# ---- design 1 ----
<file path="src/rtl/xadc_sensor_tracker.sv">
// XADC sensor tracker: periodic snapshot of temperature and supply words, with per-channel
// latest/min/max/EMA tracking, a debounced over-temperature warning and a req/ack readout port.
module xadc_sensor_tracker #(
  parameter int unsigned SAMPLE_DIV = 1000000,
  parameter int unsigned AVG_SHIFT  = 4,
  parameter int unsigned PERSIST    = 3,
  parameter logic [11:0] TEMP_HI    = 12'hB5E,
  parameter logic [11:0] TEMP_LO    = 12'h9A3
) (
  input  logic        dclk,
  input  logic        reset,
  input  logic [15:0] measured_temp,
  input  logic [15:0] measured_vccint,
  input  logic [15:0] measured_vccaux,
  input  logic [15:0] measured_vccbram,
  input  logic        clear_minmax,
  input  logic        rd_req,
  input  logic [3:0]  rd_sel,
  output logic [15:0] rd_data,
  output logic        rd_ack,
  output logic [31:0] sample_count,
  output logic        temp_warn
);

  localparam int unsigned ACC_W = 12 + AVG_SHIFT;
  localparam int unsigned PW = (SAMPLE_DIV > 1) ? $clog2(SAMPLE_DIV) : 1;
  localparam logic [PW-1:0] DIV_LAST = PW'(SAMPLE_DIV - 1);
  localparam logic [3:0] PERSIST_C = 4'(PERSIST);

  // Update states carry the channel number in their low bits.
  localparam logic [2:0] IDLE = 3'b000;
  localparam logic [2:0] SNAP = 3'b001;
  localparam logic [2:0] DONE = 3'b010;
  localparam logic [2:0] UPD0 = 3'b100;
  localparam logic [2:0] UPD1 = 3'b101;
  localparam logic [2:0] UPD2 = 3'b110;
  localparam logic [2:0] UPD3 = 3'b111;

  logic [PW-1:0]    presc_q;
  logic             tick;
  logic [2:0]       state_q, state_d;
  logic             seedFlag_q, seedNow_q;
  logic [11:0]      latest_q [4];
  logic [11:0]      min_q [4];
  logic [11:0]      max_q [4];
  logic [ACC_W-1:0] acc_q [4];
  logic [31:0]      sampleCount_q;
  logic             tempWarn_q;
  logic [3:0]       persist_q;
  logic [15:0]      rdData_q;
  logic             rdAck_q;

  logic [1:0]       updCh;
  logic             isUpd;
  logic [11:0]      updCode, updMin_d, updMax_d;
  logic [ACC_W-1:0] updAcc_d;
  logic             warnHit;
  logic [11:0]      rdVal;
  logic             unusedNibbles;

  assign unusedNibbles = ^{measured_temp[3:0], measured_vccint[3:0],
                           measured_vccaux[3:0], measured_vccbram[3:0]};

  assign tick = (presc_q == DIV_LAST);

  always_ff @(posedge dclk) begin
    if (reset || tick) presc_q <= '0;
    else               presc_q <= presc_q + PW'(1);
  end

  always_comb begin
    state_d = state_q;
    case (state_q)
      IDLE:    if (tick) state_d = SNAP;
      SNAP:    state_d = UPD0;
      UPD0:    state_d = UPD1;
      UPD1:    state_d = UPD2;
      UPD2:    state_d = UPD3;
      UPD3:    state_d = DONE;
      DONE:    state_d = IDLE;
      default: state_d = IDLE;
    endcase
  end

  always_ff @(posedge dclk) begin
    if (reset) state_q <= IDLE;
    else       state_q <= state_d;
  end

  // A clear arriving in the SNAP cycle must survive for the following snapshot.
  always_ff @(posedge dclk) begin
    if (reset) begin
      seedFlag_q <= 1'b1;
      seedNow_q  <= 1'b0;
    end else begin
      if (clear_minmax)         seedFlag_q <= 1'b1;
      else if (state_q == SNAP) seedFlag_q <= 1'b0;
      if (state_q == SNAP)      seedNow_q  <= seedFlag_q;
    end
  end

  assign isUpd = state_q[2];
  assign updCh = state_q[1:0];

  always_comb begin
    updCode = latest_q[updCh];
    if (seedNow_q) begin
      updMin_d = updCode;
      updMax_d = updCode;
      updAcc_d = {updCode, {AVG_SHIFT{1'b0}}};
    end else begin
      updMin_d = (updCode < min_q[updCh]) ? updCode : min_q[updCh];
      updMax_d = (updCode > max_q[updCh]) ? updCode : max_q[updCh];
      updAcc_d = acc_q[updCh] - (acc_q[updCh] >> AVG_SHIFT) + ACC_W'(updCode);
    end
  end

  always_ff @(posedge dclk) begin
    if (reset) begin
      for (int i = 0; i < 4; i++) begin
        latest_q[i] <= '0;
        min_q[i]    <= '0;
        max_q[i]    <= '0;
        acc_q[i]    <= '0;
      end
    end else begin
      if (state_q == SNAP) begin
        latest_q[0] <= measured_temp[15:4];
        latest_q[1] <= measured_vccint[15:4];
        latest_q[2] <= measured_vccaux[15:4];
        latest_q[3] <= measured_vccbram[15:4];
      end
      if (isUpd) begin
        min_q[updCh] <= updMin_d;
        max_q[updCh] <= updMax_d;
        acc_q[updCh] <= updAcc_d;
      end
    end
  end

  // One counter serves both directions since only one is active for a given warn level.
  assign warnHit = tempWarn_q ? (latest_q[0] <= TEMP_LO) : (latest_q[0] >= TEMP_HI);

  always_ff @(posedge dclk) begin
    if (reset) begin
      sampleCount_q <= '0;
      tempWarn_q    <= 1'b0;
      persist_q     <= '0;
    end else if (state_q == DONE) begin
      sampleCount_q <= sampleCount_q + 32'd1;
      if (warnHit) begin
        if (persist_q + 4'd1 == PERSIST_C) begin
          tempWarn_q <= ~tempWarn_q;
          persist_q  <= '0;
        end else begin
          persist_q <= persist_q + 4'd1;
        end
      end else begin
        persist_q <= '0;
      end
    end
  end

  always_comb begin
    rdVal = latest_q[rd_sel[3:2]];
    case (rd_sel[1:0])
      2'd1:    rdVal = min_q[rd_sel[3:2]];
      2'd2:    rdVal = max_q[rd_sel[3:2]];
      2'd3:    rdVal = acc_q[rd_sel[3:2]][ACC_W-1:AVG_SHIFT];
      default: rdVal = latest_q[rd_sel[3:2]];
    endcase
  end

  always_ff @(posedge dclk) begin
    if (reset) begin
      rdAck_q  <= 1'b0;
      rdData_q <= '0;
    end else begin
      rdAck_q <= rd_req;
      if (rd_req) rdData_q <= {4'h0, rdVal};
    end
  end

  assign rd_data      = rdData_q;
  assign rd_ack       = rdAck_q;
  assign sample_count = sampleCount_q;
  assign temp_warn    = tempWarn_q;

endmodule

</file>
<file path="config.mk">
export PLATFORM = sky130hd
export DESIGN_NAME = xadc_sensor_tracker
export DESIGN_NICKNAME = d
export VERILOG_FILES = /design/src/rtl/xadc_sensor_tracker.sv
export SDC_FILE = /design/constraint.sdc
export NUM_CORES = 1
export LEC_CHECK = 0
export CORE_AREA = 2 2 163 181
export DETAILED_ROUTE_END_ITERATION = 10
export DIE_AREA = 0 0 165 183
export PLACE_DENSITY_LB_ADDON = 0.15
export SYNTH_ARGS = -nofsm -noshare
export SYNTH_HDL_FRONTEND = slang
export SYNTH_SLANG_ARGS = --single-unit
</file>
<file path="constraint.sdc">
create_clock -name dclk -period 9.57 [get_ports dclk]
set_clock_uncertainty 0.1 [all_clocks]
set_input_delay 2.3925 -clock dclk [delete_from_list [all_inputs] [get_ports dclk]]
set_output_delay 2.3925 -clock dclk [all_outputs]
set_load 0.05 [all_outputs]
</file>
Fig. 1: design 1, drive-strength map
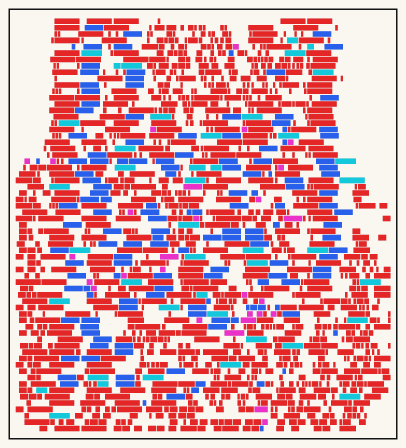
Key: x3 and x4 = magenta [cells 28, share 2.1%, most used buf_4]; x1 and smaller = red [cells 1,146, share 84%, most used nor2_1]; x2 = blue [cells 147, share 11%, most used mux4_2]; x6 and larger = cyan [cells 42, share 3.1%, most used clkbuf_16]

==> impl_metrics.csv <==
group,metric,value,unit
hold_path,hold_path_class,"reg -> reg",
yosys,async_flop_share,0,%
detailed_routing,route.antenna.remaining_nets,0,
power_and_ir_drop,power_frac_seq,47.4,%
critical_path,endpoint_kind,"flip-flop",
yosys,ys_top_logic_family,"multiplexers",
yosys,synth-edff-count,208,
global_route,gr-max-usage-layer,"met2",
yosys,ys_seq_share,50.5,%
cells_and_area,final-seq-area,0.00779,sq mm
yosys,synth_cells,1252,
critical_path,reg2reg_depth,12,
cells_and_area,diodes,0,
status,outcome,"completed",
detailed_routing,drcViolationCount,0,
timing,relSlewSlack,23.8,%
yosys,synthAoiAreaFrac,4.42,%
global_route,grt_pass1_wl,57.5,mm
yosys,top_cells_by_count,"234 x nor2_1, 208 x edfxtp_1, 112 x mux4_2",
cells_and_area,largest_class,"flip-flops and latches",
cells_and_area,drive_gt1_share,15.9,%
yosys,syn_area,0.0154,sq mm
yosys,ys_chip_area,0.0154,sq mm
power_and_ir_drop,p_sw_share,24.1,%
clock_tree,cts_max_level,1,
cells_and_area,area_growth,15.4,%
critical_path,path_cells,"buf_4, mux4_2, fa_1, inv_1, ha_1, a211oi_1, o21ai_0, o21ai_0, a21oi_1, or3_1, a31oi_1, nor2_1",
cells_and_area,flop-count,285,
clock_tree,cts.sinks,285,
global_route,grt_pass1_vias,10400,
detailed_routing,met3_length,2.16,mm
critical_path,cp.arrival,5.42,ns
Fig. 2: design 1, congestion heat map
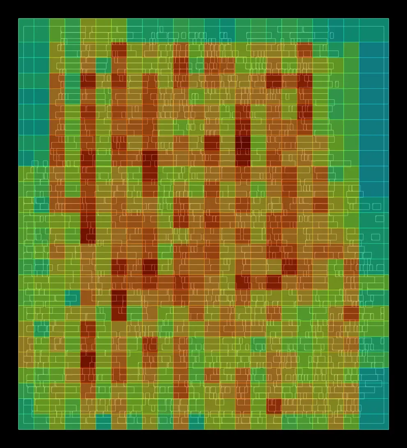
GRT met2 Usage: 45.0%
Avg WL per Cell: 21.5 um
met1 Track Usage GR: 32.7%


# ---- design 2 ----
Fig. 3: design 2, wires at chosen ports, followed through buffers
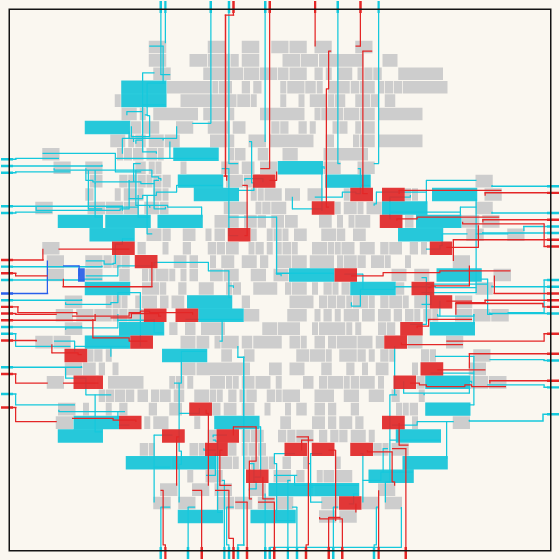
Fig. 4: design 2, congestion heat map
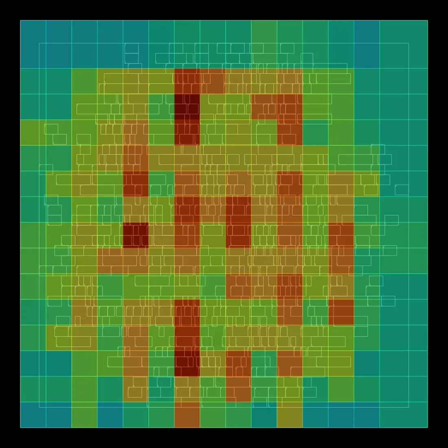
--- config.mk ---
export PLATFORM = sky130hd
export DESIGN_NAME = dot_accumulator
export DESIGN_NICKNAME = d
export VERILOG_FILES = /design/src/rtl/acc_pkg.sv /design/src/rtl/dot_accumulator.sv
export SDC_FILE = /design/constraint.sdc
export NUM_CORES = 1
export LEC_CHECK = 0
export CORE_MARGIN = 5
export CORE_UTILIZATION = 40
export CTS_BUF_LIST = sky130_fd_sc_hd__clkbuf_8
export DETAILED_ROUTE_END_ITERATION = 16
export PLACE_DENSITY = 0.77
export SYNTH_ARGS = -nofsm -noshare
export SYNTH_HDL_FRONTEND = slang
export SYNTH_SLANG_ARGS = --single-unit
--- constraint.sdc ---
create_clock -name Clk -period 6.3 [get_ports Clk]
set_input_delay 1.26 -clock Clk [delete_from_list [all_inputs] [get_ports Clk]]
set_output_delay 1.26 -clock Clk [all_outputs]
set_load 0.02 [all_outputs]
--- src/rtl/acc_pkg.sv ---
// Shared definitions for the dot-product accumulator: state encoding and
// default widths.
package acc_pkg;

  localparam int ACC_W_DEF = 40;
  localparam int LEN_W_DEF = 8;

  typedef enum logic [1:0] {
    S_IDLE  = 2'd0,
    S_ACCUM = 2'd1,
    S_DONE  = 2'd2
  } acc_state_e;

endpackage : acc_pkg

--- src/rtl/dot_accumulator.sv ---
// Sums Len consecutive valid-tagged 32-bit results into an ACC_W-bit total
// with a sticky carry flag, presented on a valid/ready result port.
module dot_accumulator
  import acc_pkg::*;
#(
  parameter int ACC_W = ACC_W_DEF,
  parameter int LEN_W = LEN_W_DEF
) (
  input  logic              Clk,
  input  logic              Reset,
  input  logic              Start,
  input  logic [LEN_W-1:0]  Len,
  output logic              Busy,
  input  logic [31:0]       InData,
  input  logic              InValid,
  output logic              InReady,
  output logic [ACC_W-1:0]  Result,
  output logic              Overflow,
  output logic              ResultValid,
  input  logic              ResultReady
);

  // Adds a zero-extended 32-bit term; bit ACC_W of the return is the carry-out.
  function automatic logic [ACC_W:0] acc_add(input logic [ACC_W-1:0] acc,
                                             input logic [31:0] term);
    logic [ACC_W:0] ext_acc;
    logic [ACC_W:0] ext_term;
    ext_acc  = {1'b0, acc};
    ext_term = {{(ACC_W-31){1'b0}}, term};
    return ext_acc + ext_term;
  endfunction

  acc_state_e       r_state;
  acc_state_e       w_next;
  logic [ACC_W-1:0] r_acc;
  logic [LEN_W-1:0] r_rem;
  logic             r_ovf;
  logic             w_beat;
  logic [ACC_W:0]   w_sum;

  assign w_beat = InValid && (r_state == S_ACCUM);
  assign w_sum  = acc_add(r_acc, InData);

  always_ff @(posedge Clk or posedge Reset) begin
    if (Reset) begin
      r_state <= S_IDLE;
    end else begin
      r_state <= w_next;
    end
  end

  // The encoding 2'd3 is unreachable in normal operation; it falls back to IDLE.
  always_comb begin
    w_next = S_IDLE;
    case (r_state)
      S_IDLE:  w_next = Start ? ((Len == '0) ? S_DONE : S_ACCUM) : S_IDLE;
      S_ACCUM: w_next = (w_beat && (r_rem == LEN_W'(1))) ? S_DONE : S_ACCUM;
      S_DONE:  w_next = ResultReady ? S_IDLE : S_DONE;
      default: w_next = S_IDLE;
    endcase
  end

  always_ff @(posedge Clk or posedge Reset) begin
    if (Reset) begin
      r_acc <= '0;
      r_rem <= '0;
      r_ovf <= 1'b0;
    end else if ((r_state == S_IDLE) && Start) begin
      r_acc <= '0;
      r_rem <= Len;
      r_ovf <= 1'b0;
    end else if (w_beat) begin
      r_acc <= w_sum[ACC_W-1:0];
      r_rem <= r_rem - LEN_W'(1);
      r_ovf <= r_ovf | w_sum[ACC_W];
    end
  end

  assign Busy        = (r_state == S_ACCUM) || (r_state == S_DONE);
  assign InReady     = (r_state == S_ACCUM);
  assign ResultValid = (r_state == S_DONE);
  assign Result      = r_acc;
  assign Overflow    = r_ovf;

endmodule : dot_accumulator

==> impl_metrics.csv <==
group,metric,value,unit
status,outcome,"completed",
cells_and_area,nets,645,
yosys,yosys_warnings,0,
cells_and_area,fin_cells,695,
cells_and_area,final_util,52.3,%
place,hpwlAfterDp,8.19,mm
detailed_routing,vias,3734,
clock_tree,cts_buffer_depth,2,
flow_run,cap_violations,0,
cells_and_area,fillers,959,
place,pre_cts_ws,2.19,ns
power_and_ir_drop,peakVddDrop,0.191,mV
clock_tree,cts_tree,"done",
timing,finalSetupViolations,0,
global_route,gr-max-usage-layer,"met2",
cells_and_area,clkCellAreaFrac,2.38,%
detailed_routing,top_layer_used,"met4",
critical_path,critical-path-top-delay-family,"AND-OR/OR-AND gates",
critical_path,crit_cells,13,
critical_path,endpoint_kind,"flip-flop",
cells_and_area,seq_area_share,25.1,%
clock_tree,cts_resized,0,
timing,setup_tns,0,ns
clock_tree,cts_inserted_buffers,5,
critical_path,criticalPathCategory,"in -> reg",
yosys,syn_area_per_cell,8.27,sq um
critical_path,critPathMaxFanout,4,
global_route,grt.overflow.total,0,
cells_and_area,buffers,91,
timing,relSlewSlack,27.4,%
power_and_ir_drop,seq_power,0.000596,W
clock_tree,clock_latency,0.31,ns
floorplan,taps,133,
Notes on Fig. 3 above:
Key: `Result` = cyan [direction output, end cells 40, buffers 40, wire 1,740 um]; `InData` = red [direction input, end cells 33, buffers 32, wire 960 um]; `Reset` = blue [direction input, end cells 1, buffers 1, wire 19.0 um]
IO Port Bufs: 88
IO Pins: 89

Notes on Fig. 4 above:
Avg WL per Cell: 15.4 um
All-Layer GR Usage: 18.3%
GRT met2 Usage: 30.2%
grt met3 use: 3.17%



==> notes/layouts.md <==
Pictures saved along the way, in no particular order.

Placement by cell class.
Plate I
Bar = 50 um.
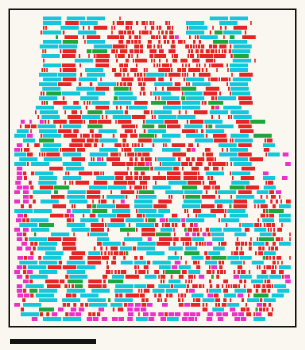
Plate II
Bar = 20 um.
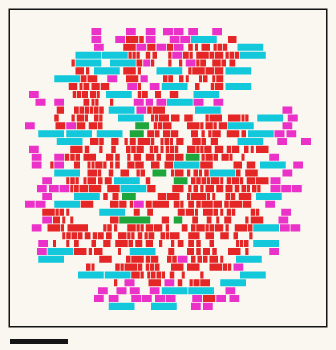
design 1 -> Plate I
design 2 -> Plate II
Of these, highest utilization: Plate I
Of these, largest die: Plate I

Key to Plate II:
Key: remaining buffers and delay cells = magenta [cells 91]; clock drivers and dummy loads = green [cells 8]; registers = cyan [cells 51]; remaining logic cells = red [cells 412]

